# ---- block 1 ----
Block 1, clock distribution:
The bar under the picture is 20 um long.
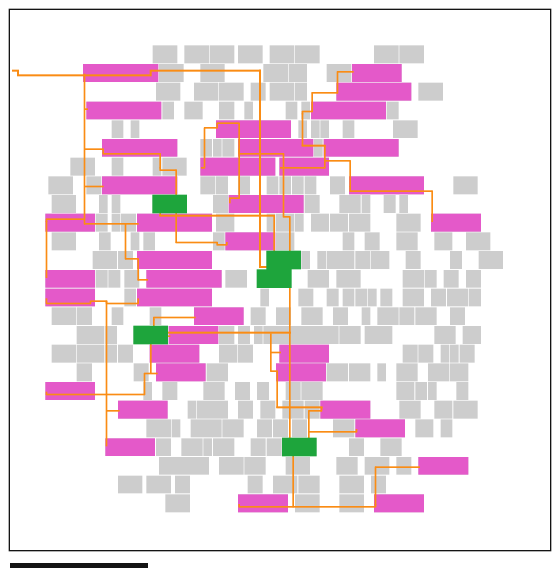

`src/rtl/seven_to_binary_capture.sv`:
```
// seven_to_binary_capture
// Watches a multiplexed, active-low seven-segment display bus and recovers the
// hex nibble shown on each digit. An {an,seg} word must stay stable, with
// exactly one anode low, for STABLE_COUNT consecutive edges before it is
// committed. This rejects scan transitions and glitches.
module seven_to_binary_capture #(
    parameter  int DIGITS       = 4,
    parameter  int STABLE_COUNT = 3,
    localparam int IDX_W        = (DIGITS > 1) ? $clog2(DIGITS) : 1,
    localparam int CNT_W        = $clog2(STABLE_COUNT + 1)
) (
    input  logic                  clk,
    input  logic                  reset,
    input  logic [6:0]            seg,
    input  logic [DIGITS-1:0]     an,
    output logic [4*DIGITS-1:0]   nibbles,
    output logic [DIGITS-1:0]     digit_valid,
    output logic                  update,
    output logic                  bad_pattern,
    output logic [IDX_W-1:0]      update_idx
);

    localparam int               SW       = DIGITS + 7;
    localparam logic [CNT_W-1:0] CNT_MAX  = CNT_W'(STABLE_COUNT);
    localparam logic [CNT_W-1:0] CNT_LAST = CNT_W'(STABLE_COUNT - 1);

    // True when exactly one active-low anode is asserted.
    function automatic logic onehot_low(input logic [DIGITS-1:0] a);
        return ($countones(~a) == 1);
    endfunction

    // Position of the (single) low anode bit.
    function automatic logic [IDX_W-1:0] low_index(input logic [DIGITS-1:0] a);
        logic [IDX_W-1:0] idx;
        idx = '0;
        for (int k = 0; k < DIGITS; k++) begin
            if (!a[k]) idx = IDX_W'(k);
        end
        return idx;
    endfunction

    // Inverse of the hex-to-seven-segment table: {hit, nibble}, seg is g..a.
    function automatic logic [4:0] decode_seg(input logic [6:0] s);
        case (s)
            7'b1000000: return {1'b1, 4'h0};
            7'b1111001: return {1'b1, 4'h1};
            7'b0100100: return {1'b1, 4'h2};
            7'b0110000: return {1'b1, 4'h3};
            7'b0011001: return {1'b1, 4'h4};
            7'b0010010: return {1'b1, 4'h5};
            7'b0000010: return {1'b1, 4'h6};
            7'b1111000: return {1'b1, 4'h7};
            7'b0000000: return {1'b1, 4'h8};
            7'b0011000: return {1'b1, 4'h9};
            7'b0001000: return {1'b1, 4'hA};
            7'b0000011: return {1'b1, 4'hB};
            7'b1000110: return {1'b1, 4'hC};
            7'b0100001: return {1'b1, 4'hD};
            7'b0000110: return {1'b1, 4'hE};
            7'b0001110: return {1'b1, 4'hF};
            default:    return 5'b0;
        endcase
    endfunction

    logic [SW-1:0]      w_in;
    logic [SW-1:0]      r_sample;
    logic [CNT_W-1:0]   r_cnt;
    logic [CNT_W-1:0]   w_cnt_next;
    logic               w_match;
    logic               w_commit;
    logic [IDX_W-1:0]   w_idx;
    logic [4:0]         w_dec;
    logic               w_blank;
    logic [3:0]         r_nib [DIGITS];
    logic [DIGITS-1:0]  r_valid;
    logic               r_update;
    logic               r_bad;
    logic [IDX_W-1:0]   r_idx;

    assign w_in     = {an, seg};
    assign w_match  = (w_in == r_sample) && onehot_low(an);
    // The commit edge is the single edge where the count reaches its ceiling;
    // a saturated count never re-commits until the inputs change.
    assign w_commit = w_match && (r_cnt == CNT_LAST);
    assign w_idx    = low_index(r_sample[SW-1:7]);
    assign w_dec    = decode_seg(r_sample[6:0]);
    assign w_blank  = (r_sample[6:0] == 7'h7F);

    // Stability count: advance on a repeated valid scan, saturating, else clear.
    always_comb begin
        w_cnt_next = '0;
        if (w_match) begin
            w_cnt_next = (r_cnt == CNT_MAX) ? CNT_MAX : r_cnt + 1'b1;
        end
    end

    // Sample register and stability counter.
    always_ff @(posedge clk) begin
        if (reset) begin
            r_sample <= '1;
            r_cnt    <= '0;
        end else begin
            r_sample <= w_in;
            r_cnt    <= w_cnt_next;
        end
    end

    // Commit a stable pattern to its digit and raise the matching event pulse.
    always_ff @(posedge clk) begin
        if (reset) begin
            for (int k = 0; k < DIGITS; k++) r_nib[k] <= 4'h0;
            r_valid  <= '0;
            r_update <= 1'b0;
            r_bad    <= 1'b0;
            r_idx    <= '0;
        end else begin
            r_update <= 1'b0;
            r_bad    <= 1'b0;
            if (w_commit) begin
                if (w_dec[4]) begin
                    r_nib[w_idx]   <= w_dec[3:0];
                    r_valid[w_idx] <= 1'b1;
                    if (!r_valid[w_idx] || (r_nib[w_idx] != w_dec[3:0])) begin
                        r_update <= 1'b1;
                        r_idx    <= w_idx;
                    end
                end else if (w_blank) begin
                    r_valid[w_idx] <= 1'b0;
                end else begin
                    r_bad <= 1'b1;
                    r_idx <= w_idx;
                end
            end
        end
    end

    for (genvar g = 0; g < DIGITS; g++) begin : g_pack
        assign nibbles[4*g +: 4] = r_nib[g];
    end

    assign digit_valid = r_valid;
    assign update      = r_update;
    assign bad_pattern = r_bad;
    assign update_idx  = r_idx;

endmodule

```
`config.mk`:
```
export PLATFORM = sky130hd
export DESIGN_NAME = seven_to_binary_capture
export DESIGN_NICKNAME = d
export VERILOG_FILES = /design/src/rtl/seven_to_binary_capture.sv
export SDC_FILE = /design/constraint.sdc
export NUM_CORES = 1
export LEC_CHECK = 0
export CORE_MARGIN = 5
export CORE_UTILIZATION = 45
export DETAILED_ROUTE_END_ITERATION = 10
export GPL_TIMING_DRIVEN = 1
export PLACE_DENSITY_LB_ADDON = 0.2
export SLEW_MARGIN = 20
export SYNTH_ARGS = -nofsm -noshare
export SYNTH_HDL_FRONTEND = slang
export SYNTH_SLANG_ARGS = --single-unit
```
`constraint.sdc`:
```
create_clock -name clk -period 5.1 [get_ports clk]
set_input_delay 0.765 -clock clk [delete_from_list [all_inputs] [get_ports clk]]
set_output_delay 0.765 -clock clk [all_outputs]
set_load 0.02 [all_outputs]
```
# ---- block 2 ----
--- src/rtl/lipsi_pkg.sv ---
// Shared types and encodings for the Lipsi controller: state codes, opcode
// prefixes, ALU operation codes and branch conditions.
package lipsi_pkg;

  typedef enum logic [1:0] {
    FETCH  = 2'd0,
    DECODE = 2'd1,
    EXEC   = 2'd2,
    HALT   = 2'd3
  } state_e;

  typedef enum logic [2:0] {
    CL_NOP,
    CL_ALU_REG,
    CL_ST,
    CL_ALU_IMM,
    CL_BR,
    CL_SHIFT,
    CL_EXIT
  } iclass_e;

  // Opcode prefixes, each matched against the top bits of the instruction byte
  localparam logic       OP_ALU_REG = 1'b0;
  localparam logic [3:0] OP_ST      = 4'b1000;
  localparam logic [4:0] OP_ALU_IMM = 5'b11000;
  localparam logic [5:0] OP_BR      = 6'b110100;
  localparam logic [5:0] OP_SHIFT   = 6'b111000;
  localparam logic [7:0] OP_EXIT    = 8'hFF;

  localparam logic [3:0] ALU_PASS = 4'b0000;
  localparam logic [3:0] ALU_SHL  = 4'b0100;
  localparam logic [3:0] ALU_SHR  = 4'b0101;
  localparam logic [3:0] ALU_ASL  = 4'b0110;
  localparam logic [3:0] ALU_ASR  = 4'b0111;
  localparam logic [3:0] ALU_ADD  = 4'b1000;
  localparam logic [3:0] ALU_SUB  = 4'b1001;
  localparam logic [3:0] ALU_ADC  = 4'b1010;
  localparam logic [3:0] ALU_SBB  = 4'b1011;
  localparam logic [3:0] ALU_AND  = 4'b1100;
  localparam logic [3:0] ALU_OR   = 4'b1101;
  localparam logic [3:0] ALU_XOR  = 4'b1110;
  localparam logic [3:0] ALU_LD   = 4'b1111;

  localparam logic [1:0] BR_ALWAYS = 2'b00;
  localparam logic [1:0] BR_ZERO   = 2'b01;
  localparam logic [1:0] BR_NZERO  = 2'b10;
  localparam logic [1:0] BR_NEVER  = 2'b11;

  typedef struct packed {
    iclass_e    cls;
    logic [2:0] fff;
    logic [3:0] rrrr;
    logic [1:0] ss;
    logic [1:0] bb;
  } dec_t;

  function automatic logic br_taken(input logic [1:0] bb, input logic acc_zero);
    logic taken;
    case (bb)
      BR_ALWAYS: taken = 1'b1;
      BR_ZERO:   taken = acc_zero;
      BR_NZERO:  taken = !acc_zero;
      default:   taken = 1'b0;
    endcase
    return taken;
  endfunction

endpackage

--- src/rtl/lipsi_ctrl_if.sv ---
// Bus bundle between the Lipsi controller and its program memory, data memory,
// ALU and accumulator. master = controller side, slave = datapath/memory side.
interface lipsi_ctrl_if #(parameter int PC_W = 8);
  logic [PC_W-1:0] pmem_addr;
  logic [7:0]      pmem_rdata;
  logic [7:0]      dmem_addr;
  logic            dmem_re;
  logic            dmem_we;
  logic [3:0]      alu_ctrl;
  logic            operand_sel;
  logic            acc_we;
  logic            acc_zero;

  modport master (
    output pmem_addr, dmem_addr, dmem_re, dmem_we, alu_ctrl, operand_sel, acc_we,
    input  pmem_rdata, acc_zero
  );

  modport slave (
    input  pmem_addr, dmem_addr, dmem_re, dmem_we, alu_ctrl, operand_sel, acc_we,
    output pmem_rdata, acc_zero
  );
endinterface

--- src/rtl/lipsi_decode.sv ---
// Combinational instruction decoder: splits one instruction byte into its
// class and operand fields.
module lipsi_decode
  import lipsi_pkg::*;
(
  input  logic [7:0] i_instr,
  output dec_t       o_dec
);

  // NOTE: every field gets a default before the priority chain so no path
  // leaves a field unassigned and no latch is inferred.
  always_comb begin
    o_dec.cls  = CL_NOP;
    o_dec.fff  = i_instr[6:4];
    o_dec.rrrr = i_instr[3:0];
    o_dec.ss   = i_instr[1:0];
    o_dec.bb   = i_instr[1:0];
    if (i_instr[7] == OP_ALU_REG) begin
      o_dec.cls = CL_ALU_REG;
    end else if (i_instr[7:4] == OP_ST) begin
      o_dec.cls = CL_ST;
    end else if (i_instr[7:3] == OP_ALU_IMM) begin
      o_dec.cls = CL_ALU_IMM;
      o_dec.fff = i_instr[2:0];
    end else if (i_instr[7:2] == OP_BR) begin
      o_dec.cls = CL_BR;
    end else if (i_instr[7:2] == OP_SHIFT) begin
      o_dec.cls = CL_SHIFT;
    end else if (i_instr == OP_EXIT) begin
      o_dec.cls = CL_EXIT;
    end
  end

endmodule

--- src/rtl/lipsi_ctrl.sv ---
// Lipsi multi-cycle sequencer: owns the PC, fetches/decodes instruction bytes and
// drives ALU, accumulator and data-memory controls. LIPSI_HALT_EN enables 8'hFF = halt.
module lipsi_ctrl
  import lipsi_pkg::*;
#(
  parameter int         PC_W     = 8,
  parameter logic [7:0] REG_BASE = 8'h00
) (
  input  logic            clk,
  input  logic            rst_n,
  lipsi_ctrl_if.master    bus,
  output logic [PC_W-1:0] pc,
  output logic            halted
);

  localparam logic [1:0] S_FETCH  = FETCH;
  localparam logic [1:0] S_DECODE = DECODE;
  localparam logic [1:0] S_EXEC   = EXEC;
`ifdef LIPSI_HALT_EN
  localparam logic [1:0] S_HALT   = HALT;
`endif

  logic [1:0]      r_state;
  logic [PC_W-1:0] r_pc;
  logic [7:0]      r_ir;

  logic [7:0]      w_instr;
  dec_t            w_dec;
  logic [PC_W-1:0] w_pc_inc;
  logic            w_halt_op;

  // DECODE looks at the byte arriving from memory; EXEC at the latched copy
  assign w_instr  = (r_state == S_DECODE) ? bus.pmem_rdata : r_ir;
  assign w_pc_inc = r_pc + PC_W'(1);

  lipsi_decode u_decode (
    .i_instr (w_instr),
    .o_dec   (w_dec)
  );

`ifdef LIPSI_HALT_EN
  assign w_halt_op = (w_dec.cls == CL_EXIT);
`else
  assign w_halt_op = 1'b0;
`endif

  // NOTE: state uses non-blocking assignments so every register samples the
  // values from before this edge; reset is synchronous, checked on the clock edge.
  always_ff @(posedge clk) begin
    if (!rst_n) begin
      r_state <= S_FETCH;
      r_pc    <= '0;
      r_ir    <= '0;
    end else begin
      case (r_state)
        S_FETCH: begin
          r_pc    <= w_pc_inc;
          r_state <= S_DECODE;
        end
        S_DECODE: begin
          r_ir <= bus.pmem_rdata;
          case (w_dec.cls)
            CL_ALU_REG: r_state <= S_EXEC;
            CL_ALU_IMM, CL_BR: begin
              r_pc    <= w_pc_inc;
              r_state <= S_EXEC;
            end
            default: begin
`ifdef LIPSI_HALT_EN
              r_state <= w_halt_op ? S_HALT : S_FETCH;
`else
              r_state <= S_FETCH;
`endif
            end
          endcase
        end
        S_EXEC: begin
          // The second byte is on pmem_rdata now; pc already points past it
          if (w_dec.cls == CL_BR && br_taken(w_dec.bb, bus.acc_zero))
            r_pc <= PC_W'(bus.pmem_rdata);
          r_state <= S_FETCH;
        end
`ifdef LIPSI_HALT_EN
        S_HALT: r_state <= S_HALT;
`endif
        default: r_state <= S_FETCH;
      endcase
    end
  end

  always_comb begin
    bus.dmem_addr   = '0;
    bus.dmem_re     = 1'b0;
    bus.dmem_we     = 1'b0;
    bus.alu_ctrl    = ALU_PASS;
    bus.operand_sel = 1'b0;
    bus.acc_we      = 1'b0;
    if (rst_n) begin
      case (r_state)
        S_DECODE: begin
          case (w_dec.cls)
            CL_ALU_REG: begin
              bus.dmem_addr = REG_BASE + {4'h0, w_dec.rrrr};
              bus.dmem_re   = 1'b1;
            end
            CL_ST: begin
              bus.dmem_addr = REG_BASE + {4'h0, w_dec.rrrr};
              bus.dmem_we   = 1'b1;
            end
            CL_SHIFT: begin
              bus.alu_ctrl = {2'b01, w_dec.ss};
              bus.acc_we   = 1'b1;
            end
            default: ;
          endcase
        end
        S_EXEC: begin
          if (w_dec.cls == CL_ALU_REG || w_dec.cls == CL_ALU_IMM) begin
            bus.alu_ctrl    = {1'b1, w_dec.fff};
            bus.operand_sel = (w_dec.cls == CL_ALU_IMM);
            bus.acc_we      = 1'b1;
          end
        end
        default: ;
      endcase
    end
  end

  assign bus.pmem_addr = r_pc;
  assign pc            = r_pc;

`ifdef LIPSI_HALT_EN
  assign halted = rst_n && (r_state == S_HALT);
`else
  assign halted = 1'b0;
`endif

endmodule

--- src/flat_wrapper.sv ---
// flat-port wrapper written by rule: the top's interface ports become plain ports
module lipsi_ctrl_flat import lipsi_pkg::*;
#(
  parameter int         PC_W     = 8,
  parameter logic [7:0] REG_BASE = 8'h00
)
  (clk, rst_n, pc, halted, bus_pmem_addr, bus_dmem_addr, bus_dmem_re, bus_dmem_we, bus_alu_ctrl, bus_operand_sel, bus_acc_we, bus_pmem_rdata, bus_acc_zero);
  lipsi_ctrl_if #(.PC_W(PC_W)) bus_i ();
  input  logic clk;
  input  logic rst_n;
  output logic [PC_W-1:0] pc;
  output logic halted;
  output wire logic [$bits(bus_i.pmem_addr)-1:0] bus_pmem_addr;
  output wire logic [$bits(bus_i.dmem_addr)-1:0] bus_dmem_addr;
  output wire logic [$bits(bus_i.dmem_re)-1:0] bus_dmem_re;
  output wire logic [$bits(bus_i.dmem_we)-1:0] bus_dmem_we;
  output wire logic [$bits(bus_i.alu_ctrl)-1:0] bus_alu_ctrl;
  output wire logic [$bits(bus_i.operand_sel)-1:0] bus_operand_sel;
  output wire logic [$bits(bus_i.acc_we)-1:0] bus_acc_we;
  input wire logic [$bits(bus_i.pmem_rdata)-1:0] bus_pmem_rdata;
  input wire logic [$bits(bus_i.acc_zero)-1:0] bus_acc_zero;
  assign bus_pmem_addr = bus_i.pmem_addr;
  assign bus_dmem_addr = bus_i.dmem_addr;
  assign bus_dmem_re = bus_i.dmem_re;
  assign bus_dmem_we = bus_i.dmem_we;
  assign bus_alu_ctrl = bus_i.alu_ctrl;
  assign bus_operand_sel = bus_i.operand_sel;
  assign bus_acc_we = bus_i.acc_we;
  assign bus_i.pmem_rdata = bus_pmem_rdata;
  assign bus_i.acc_zero = bus_acc_zero;
  lipsi_ctrl #(.PC_W(PC_W), .REG_BASE(REG_BASE)) u_core (.clk(clk), .rst_n(rst_n), .bus(bus_i), .pc(pc), .halted(halted));
endmodule
--- config.mk ---
export PLATFORM = sky130hd
export DESIGN_NAME = lipsi_ctrl_flat
export DESIGN_NICKNAME = d
export VERILOG_FILES = /design/src/rtl/lipsi_pkg.sv /design/src/rtl/lipsi_ctrl_if.sv /design/src/rtl/lipsi_decode.sv /design/src/rtl/lipsi_ctrl.sv /design/src/flat_wrapper.sv
export SDC_FILE = /design/constraint.sdc
export NUM_CORES = 1
export LEC_CHECK = 0
export ABC_AREA = 1
export CORE_AREA = 4 4 67 54
export DETAILED_ROUTE_END_ITERATION = 8
export DIE_AREA = 0 0 71 58
export GPL_TIMING_DRIVEN = 0
export PLACE_DENSITY_LB_ADDON = 0.1
export SYNTH_ARGS = -nofsm -noshare
export SYNTH_HDL_FRONTEND = slang
export SYNTH_SLANG_ARGS = --single-unit
--- constraint.sdc ---
create_clock -name clk -period 5.33 [get_ports clk]
set_clock_uncertainty 0.1 [all_clocks]
set_input_delay 1.066 -clock clk [delete_from_list [all_inputs] [get_ports clk]]
set_output_delay 1.066 -clock clk [all_outputs]
set_load 0.03 [all_outputs]

==> notes/layouts.md <==
Pictures saved along the way, in no particular order.

Signal wires by layer.
The bar under the picture is 20 um long.
shot_01.png
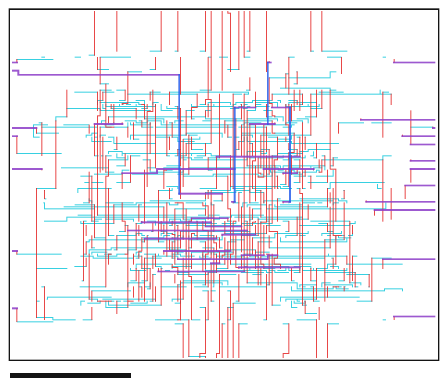
shot_02.png
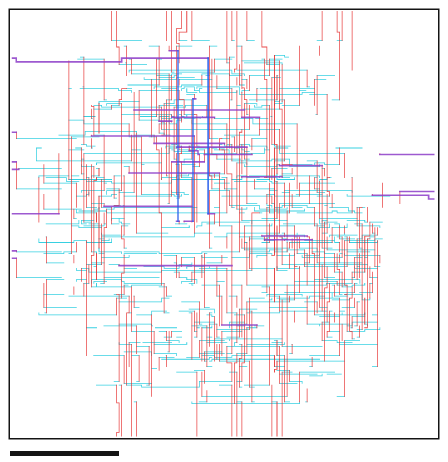
| picture | from |
|---|---|
| shot_02.png | block 1 |
| shot_01.png | block 2 |
Of these, most wire: shot_02.png
Of these, largest die: shot_02.png

Block 2, pin map:
Pins as bars across the die edge, other pins in grey.
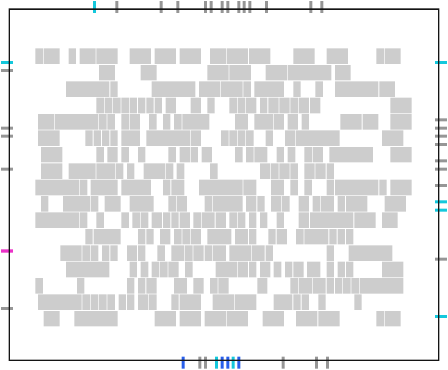
bus_dmem_addr: drawn in cyan, pins 8, direction output, edge 4 right, 2 bottom, 1 left, 1 top. bus_acc_zero: drawn in magenta, pins 1, direction input, edge left. bus_alu_ctrl: drawn in blue, pins 4, direction output, edge bottom.
Die Y: 58 um
IO buf count: 38
die width: 71 um

==> flow_metrics.tcl, block 2 <==
# implementation run metrics
set metrics [dict create \
    status "finished clean" \
    tool_warnings 29 \
    min_to "u_core.bus.pmem_addr[7]" \
    diodes 0 \
    cts_hold_buf 0 \
    wl_met1_um 1690 \
    pwr.group.clock_mw 0.0949 \
    layout.nets 298 \
    p_leak_nw 0.942 \
    final_cell_mix "nand2_1, clkdlybuf4s50_1, inv_1" \
    max_freq_mhz 222 \
    yosys_cells 235 \
    vias 1554 \
    dieArea_mm2 0.00412 \
    cp_max_fo 8 \
    yosys_area_mm2 0.00142 \
    rrSetupSlack_ns 3.26 \
    cts_setup_buffers 0 \
    logic_area_um2 807 \
    start_kind "primary input" \
    dp.cells 315 \
    synth-xor-area-share_pct 1.86 \
    ys_ff 18 \
    design_area_mm2 0.00190 \
    avgSynthCellArea_um2 6.03 \
    cts_tree "built" \
    fin_util_pct 65.7 \
    overflow 0 \
    cts_buffers 3 \
    switching_share_pct 42.0 \
    grt_first_pass_wirelength_um 6330 \
    vias_per_cell 4.89 \
    final_max_slew_viol_count 0 \
    common_cells "nand2_1, inv_1, nor2_1, dfxtp_1, nand3_1" \
    synth_cell_types 26 \
    end_kind "primary output" \
    antenna_found_initial 0 \
    fin_tns_setup_ns 0 \
    drive_gt1_share_pct 11.8 \
    critical_path_class "in -> out" \
    htreeDepth 1 \
    worstPathRequired_ns 4.16 \
    wl_met3_um 303 \
]
## block 2: worst max-delay path: stages
cell and delay, ns:
clkdlybuf4s50_1 0.54, inv_1 0.06, nand2_1 0.05, nand2_1 0.08, nor2_2 0.17, nand3_2 0.18, nand2_1 0.10, nand3_1 0.13
inv_1 0.13, nand3_1 0.08, o21ai_1 0.08, clkdlybuf4s50_1 0.68
## block 2: area by class of cell
type / count / share of cell area, %
multi-input cells: 167 / 42.5
repair buffers: 38 / 20.0
flip-flops and latches: 18 / 19.0
plain buffers: 20 / 7.18
inverters: 34 / 6.71
well taps: 38 / 2.50
clock buffers: 3 / 2.17
Block 1, pin map:
Pins as bars across the die edge, other pins in grey.
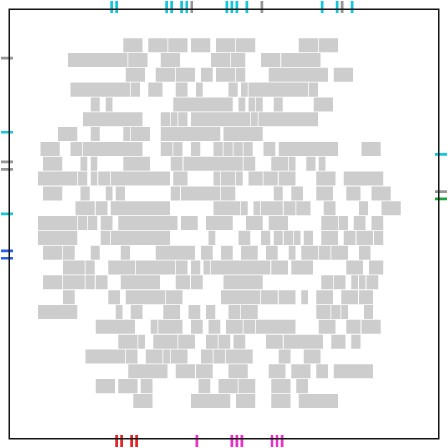
an: drawn in red, pins 4, direction input, edge bottom. seg: drawn in magenta, pins 7, direction input, edge bottom. reset: drawn in green, pins 1, direction input, edge right. update_idx: drawn in blue, pins 2, direction output, edge left. nibbles: drawn in cyan, pins 16, direction output, edge 13 top, 2 left, 1 right.
All pins by edge: 16 top, 11 bottom, 7 left, 3 right.

Block 1, routing congestion:
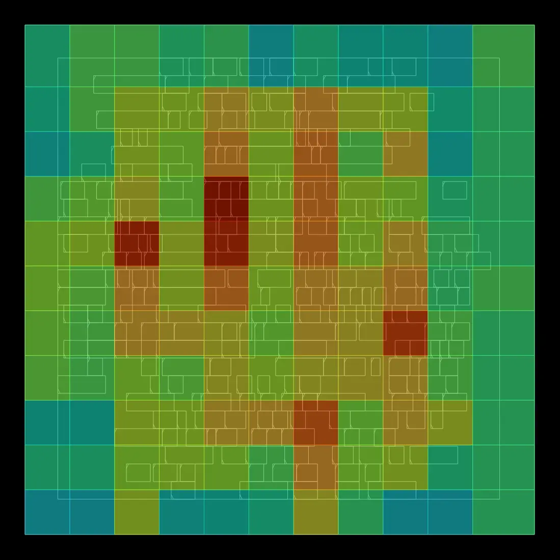
Top Usage Layer GRT: met2
DR WL/cell: 16.2 um
GRT met3 Usage: 3.78%

## Picture notes: 'clock distribution' of block 1
clock-net drivers: drawn in green, count 5. clock wires: drawn in orange, length 499 um. flip-flops: drawn in magenta, count 37.
There are 6 routed clock nets.
Late-Pin Clk Latency: 0.29 ns
clock network power share: 37.0%
Clk. pwr: 0.247 mW

==> flow_metrics.tcl, block 1 <==
# implementation run metrics
set metrics [dict create \
    switching_share_pct 24.7 \
    area_delta_synth_final_pct 22.1 \
    finalHoldViolations 0 \
    hpwl_um 3590 \
    vias 1790 \
    yosys_cells 227 \
    clock-sinks 37 \
    fin_crit_ns 4.04 \
    grt_pass1_vias 1731 \
    synth-xor-area-share_pct 6.63 \
    min_from "r_cnt[0]" \
    final_cells 311 \
    synthMuxAreaShare_pct 2.96 \
    drc_errors 0 \
    rrSetupSlack_ns 2.23 \
    ys_sh_simple_pct 30.0 \
    cp-startpoint "an[0]" \
    maxPowerGroup "registers" \
    antenna_found_initial 0 \
    drt_pass1_iterations 4 \
    ys_sh_aoi_pct 11.2 \
    reg2regPathDepth 7 \
    path_clk_slew_ns 0.07 \
    clock_path_buffers 2 \
    setup.worst_path.end "r_nib[0][2]" \
    final_cell_mix "clkdlybuf4s50_1, dfxtp_1, nor3_1, edfxtp_1, nor2_1" \
    p_leak_nw 0.942 \
    dp.cells 303 \
    p_int_mw 0.504 \
    cts_tree "built" \
    grt_start_max_net_pins 39 \
    timing.rr.end "r_nib[0][0]" \
    vias_per_cell 5.76 \
    lay_top_count "clkdlybuf4s50_1" \
    common_cells "dfxtp_1, edfxtp_1, nor3_1, nor2_1, xor2_1" \
    dieArea_mm2 0.00617 \
    worst_pin_slew_ns 0.732 \
    overflow 0 \
    relSlewSlack_pct 49.9 \
    yosys_area_mm2 0.00211 \
    p_total_mw 0.669 \
    edf_count 16 \
    p_sw_mw 0.165 \
    finalClockPeriodUsage_pct 79.2 \
    fin_tns_setup_ns 0 \
    syn_area_mm2 0.00211 \
    io_buffers 36 \
    yosysTopAreaCell "edfxtp_1" \
    min_path_type "reg -> reg" \
    wl_met3_um 269 \
    track_usage_pct 17.3 \
    fp_util_pct 45.6 \
    design_area_mm2 0.00258 \
    dr_wl_met2_um 2380 \
    status "finished clean" \
    core_area_mm2 0.00463 \
    worst_slack_ns 1.06 \
    wl_met1_um 2310 \
    rows 25 \
    logic_area_mm2 0.00112 \
    whs_ns 0.479 \
    synth-async-reset-ratio_pct 0 \
    synth-seq-area-share_pct 42.6 \
    synth_top_area_share_pct 22.7 \
    drive_gt1_share_pct 7.78 \
    adder_share_pct 2.13 \
    combPwrFrac_pct 12.5 \
]
==> block 1: worst max-delay path, cell delays in order <==
cell             delay [ns]
clkdlybuf4s50_1        0.47
fa_1                   0.55
inv_1                  0.04
ha_1                   0.17
ha_1                   0.26
or3b_1                 0.39
nor4_1                 0.27
nand3_1                0.16
nor2b_1                0.27
and2b_1                0.31
nand4_1                0.15
nand2b_1               0.22
==> block 1: area by class of cell <==
type	count	area share, %
clock buffers	6	2.81
clock inverters	2	1.31
inverters	5	0.727
multi-input cells	170	43.4
flip-flops and latches	37	34.9
well taps	54	2.62
repair buffers	37	14.3

# ---- block 3 ----
Block 3, pin map:
Pins as bars across the die edge, other pins in grey.
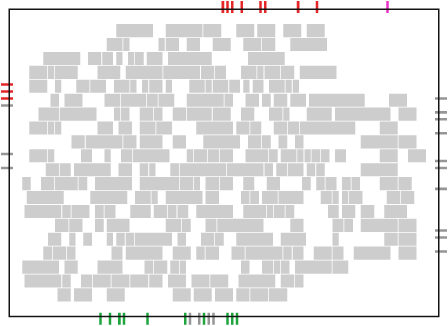
==> config.mk <==
export PLATFORM = sky130hd
export DESIGN_NAME = vga_timing_gen
export DESIGN_NICKNAME = d
export VERILOG_FILES = /design/src/rtl/vga_timing_gen.sv
export SDC_FILE = /design/constraint.sdc
export NUM_CORES = 1
export LEC_CHECK = 0
export CAP_MARGIN = 40
export CORE_ASPECT_RATIO = 0.7
export CORE_MARGIN = 2
export CORE_UTILIZATION = 42
export CTS_BUF_LIST = sky130_fd_sc_hd__clkbuf_8
export CTS_CLUSTER_SIZE = 12
export DETAILED_ROUTE_END_ITERATION = 10
export HOLD_SLACK_MARGIN = 0.12
export PLACE_DENSITY = 0.68
export SKIP_LAST_GASP = 1
export SYNTH_ARGS = -nofsm -noshare
export SYNTH_HDL_FRONTEND = slang
export SYNTH_SLANG_ARGS = --single-unit
==> constraint.sdc <==
create_clock -name clk -period 2.25 [get_ports clk]
set_clock_uncertainty 0.15 [all_clocks]
set_input_delay 0.45 -clock clk [delete_from_list [all_inputs] [get_ports clk]]
set_output_delay 0.45 -clock clk [all_outputs]
set_load 0.005 [all_outputs]
==> src/rtl/vga_timing_gen.sv <==
// rtl/vga_timing_gen.sv - VGA raster timing: pixel divider, hc/vc counters, delayed sync/blank, frame tick
module vga_timing_gen #(
    parameter int CLK_DIV  = 4,
    parameter int H_VIS    = 640,
    parameter int H_FP     = 16,
    parameter int H_SYNC   = 96,
    parameter int H_BP     = 48,
    parameter int V_VIS    = 480,
    parameter int V_FP     = 10,
    parameter int V_SYNC   = 2,
    parameter int V_BP     = 33,
    parameter int PIPE_DLY = 1
) (
    input  logic        clk,
    input  logic        rst,
    output logic        pix_en,
    output logic [10:0] hc,
    output logic [10:0] vc,
    output logic        hsync,
    output logic        vsync,
    output logic        blank,
    output logic        frame_tick,
    output logic [9:0]  frame_count
);

    localparam int H_TOTAL = H_VIS + H_FP + H_SYNC + H_BP;
    localparam int V_TOTAL = V_VIS + V_FP + V_SYNC + V_BP;
    localparam int DIV_W   = (CLK_DIV > 1) ? $clog2(CLK_DIV) : 1;

    localparam logic [DIV_W-1:0] DIV_LAST = DIV_W'(CLK_DIV - 1);
    localparam logic [10:0] H_LAST   = 11'(H_TOTAL - 1);
    localparam logic [10:0] V_LAST   = 11'(V_TOTAL - 1);
    localparam logic [10:0] HS_START = 11'(H_VIS + H_FP);
    localparam logic [10:0] HS_END   = 11'(H_VIS + H_FP + H_SYNC);
    localparam logic [10:0] VS_START = 11'(V_VIS + V_FP);
    localparam logic [10:0] VS_END   = 11'(V_VIS + V_FP + V_SYNC);
    localparam logic [10:0] H_VIS_L  = 11'(H_VIS);
    localparam logic [10:0] V_VIS_L  = 11'(V_VIS);

    logic [DIV_W-1:0] div;
    logic             h_last;
    logic             v_last;
    logic [2:0]       raw;

    always_ff @(posedge clk) begin
        if (rst) begin
            div    <= '0;
            pix_en <= 1'b0;
        end else begin
            pix_en <= (div == DIV_LAST);
            div    <= (div == DIV_LAST) ? '0 : div + 1'b1;
        end
    end

    assign h_last = (hc == H_LAST);
    assign v_last = (vc == V_LAST);

    always_ff @(posedge clk) begin
        if (rst) begin
            hc <= '0;
            vc <= '0;
        end else if (pix_en) begin
            if (h_last) begin
                hc <= '0;
                vc <= v_last ? '0 : vc + 11'd1;
            end else begin
                hc <= hc + 11'd1;
            end
        end
    end

    // Pulses in the cycle the wrap to (0,0) is being latched; rst suppresses a stray pulse.
    assign frame_tick = pix_en & h_last & v_last & ~rst;

    always_ff @(posedge clk) begin
        if (rst) begin
            frame_count <= '0;
        end else if (frame_tick) begin
            frame_count <= frame_count + 10'd1;
        end
    end

    assign raw = {~((hc >= HS_START) && (hc < HS_END)),
                  ~((vc >= VS_START) && (vc < VS_END)),
                  (hc >= H_VIS_L) || (vc >= V_VIS_L)};

    generate
        if (PIPE_DLY == 0) begin : g_nodly
            assign {hsync, vsync, blank} = raw;
        end else begin : g_dly
            // Stages hold {hs, vs, bl}; reset to inactive sync and blanked video.
            logic [2:0] dly_q [PIPE_DLY];

            always_ff @(posedge clk) begin
                if (rst) begin
                    for (int i = 0; i < PIPE_DLY; i++) begin
                        dly_q[i] <= 3'b111;
                    end
                end else if (pix_en) begin
                    dly_q[0] <= raw;
                    for (int i = 1; i < PIPE_DLY; i++) begin
                        dly_q[i] <= dly_q[i-1];
                    end
                end
            end

            assign {hsync, vsync, blank} = dly_q[PIPE_DLY-1];
        end
    endgenerate

endmodule

==> flow_metrics.tcl <==
# implementation run metrics
set metrics [dict create \
    synth_top_area_share_pct 37.5 \
    end_kind "primary output" \
    vias 1755 \
    setup_violations 0 \
    status "finished clean" \
    path_clk_slew_ns 0.07 \
    dp.cells 324 \
    synth_cell_types 39 \
    wl_per_cell_um 13.7 \
    synth_dominant_cell_count "dfxtp_1" \
    arrival_ns 1.53 \
    dieArea_mm2 0.00501 \
    lay_top_count "clkdlybuf4s50_1" \
    synth_nets 217 \
    fillers 392 \
    synthMuxAreaShare_pct 0.603 \
    design_area_mm2 0.00264 \
    diodes 0 \
    syn_area_mm2 0.00187 \
    vias_per_cell 5.27 \
    use_met3_pct 5.25 \
]
Notes on 'pin map' of block 3 above:
hc: drawn in red, pins 11, direction output, edge 8 top, 3 left. clk: drawn in magenta, pins 1, direction input, edge top. frame_count: drawn in green, pins 10, direction output, edge bottom.
All pins by edge: 14 bottom, 10 right, 9 top, 6 left.
Die Y: 59.8 um
die width: 83.7 um
IO buf count: 38

[path summary, 6_finish.rpt]
| kind | startpoint | to | slack (ns) | depth (start not counted) |
|---|---|---|---|---|
| hold reg to reg | div[0] | div[0] | 0.29 | 1 |
| setup / recovery | vc[1] | frame_tick | 0.12 | 6 |
| hold / removal | div[0] | div[0] | 0.29 | 1 |
| setup reg to reg | hc[0] | vc[6] | 0.16 | 6 |
[critical path, stage by stage (launching register included)]
cell,delay (ns)
dfxtp_1,0.31
inv_1,0.08
ha_4,0.12
nor4bb_4,0.21
nand4_1,0.21
nor3_2,0.16
buf_2,0.14


==> screenshots <==
Register map, names as in the netlist.
Other sequential cells in the stronger grey, the rest of the logic in the fainter grey.
Plate I
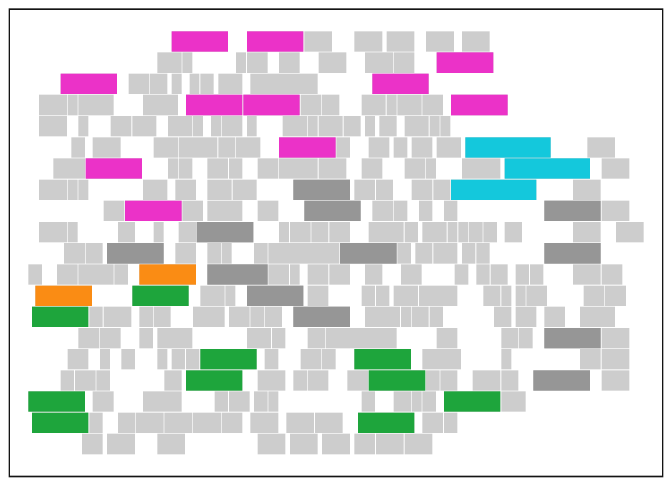
Plate II
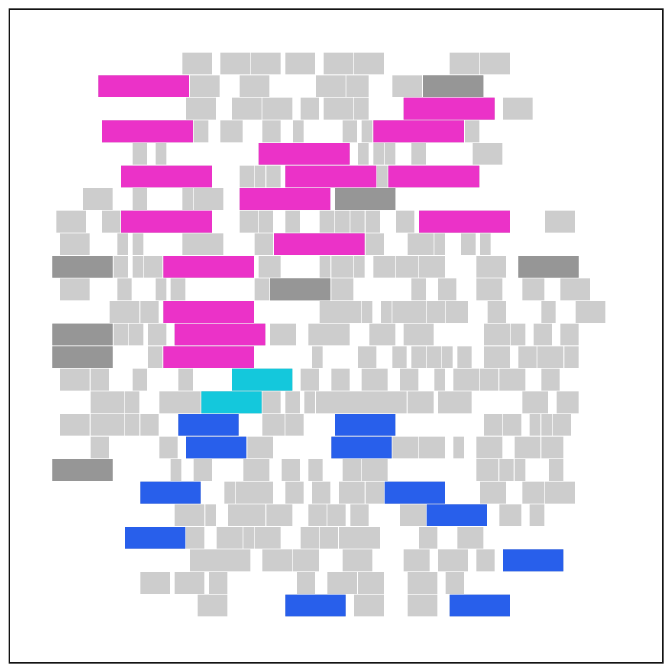
Plate III
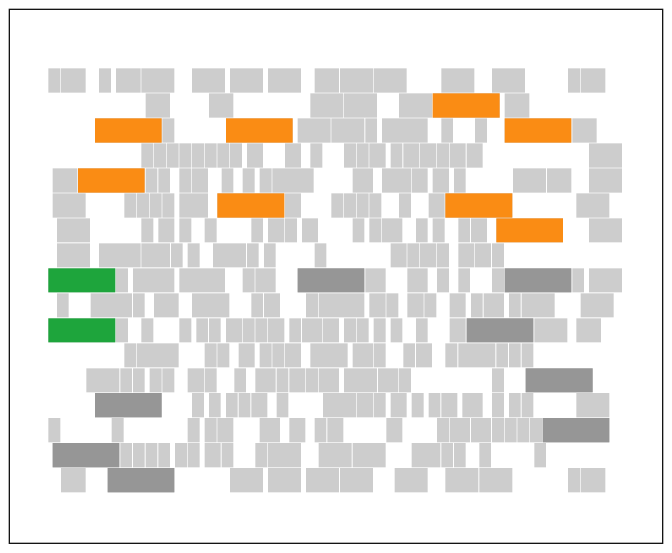
block 3 -> Plate I
block 2 -> Plate III
block 1 -> Plate II
- fewest sequential cells: Plate III

Key to Plate II:
r_cnt: drawn in cyan, placed flops 2. r_sample: drawn in blue, placed flops 11. r_nib: drawn in magenta, placed flops 16.

Power and IR drop assume default switching activity.
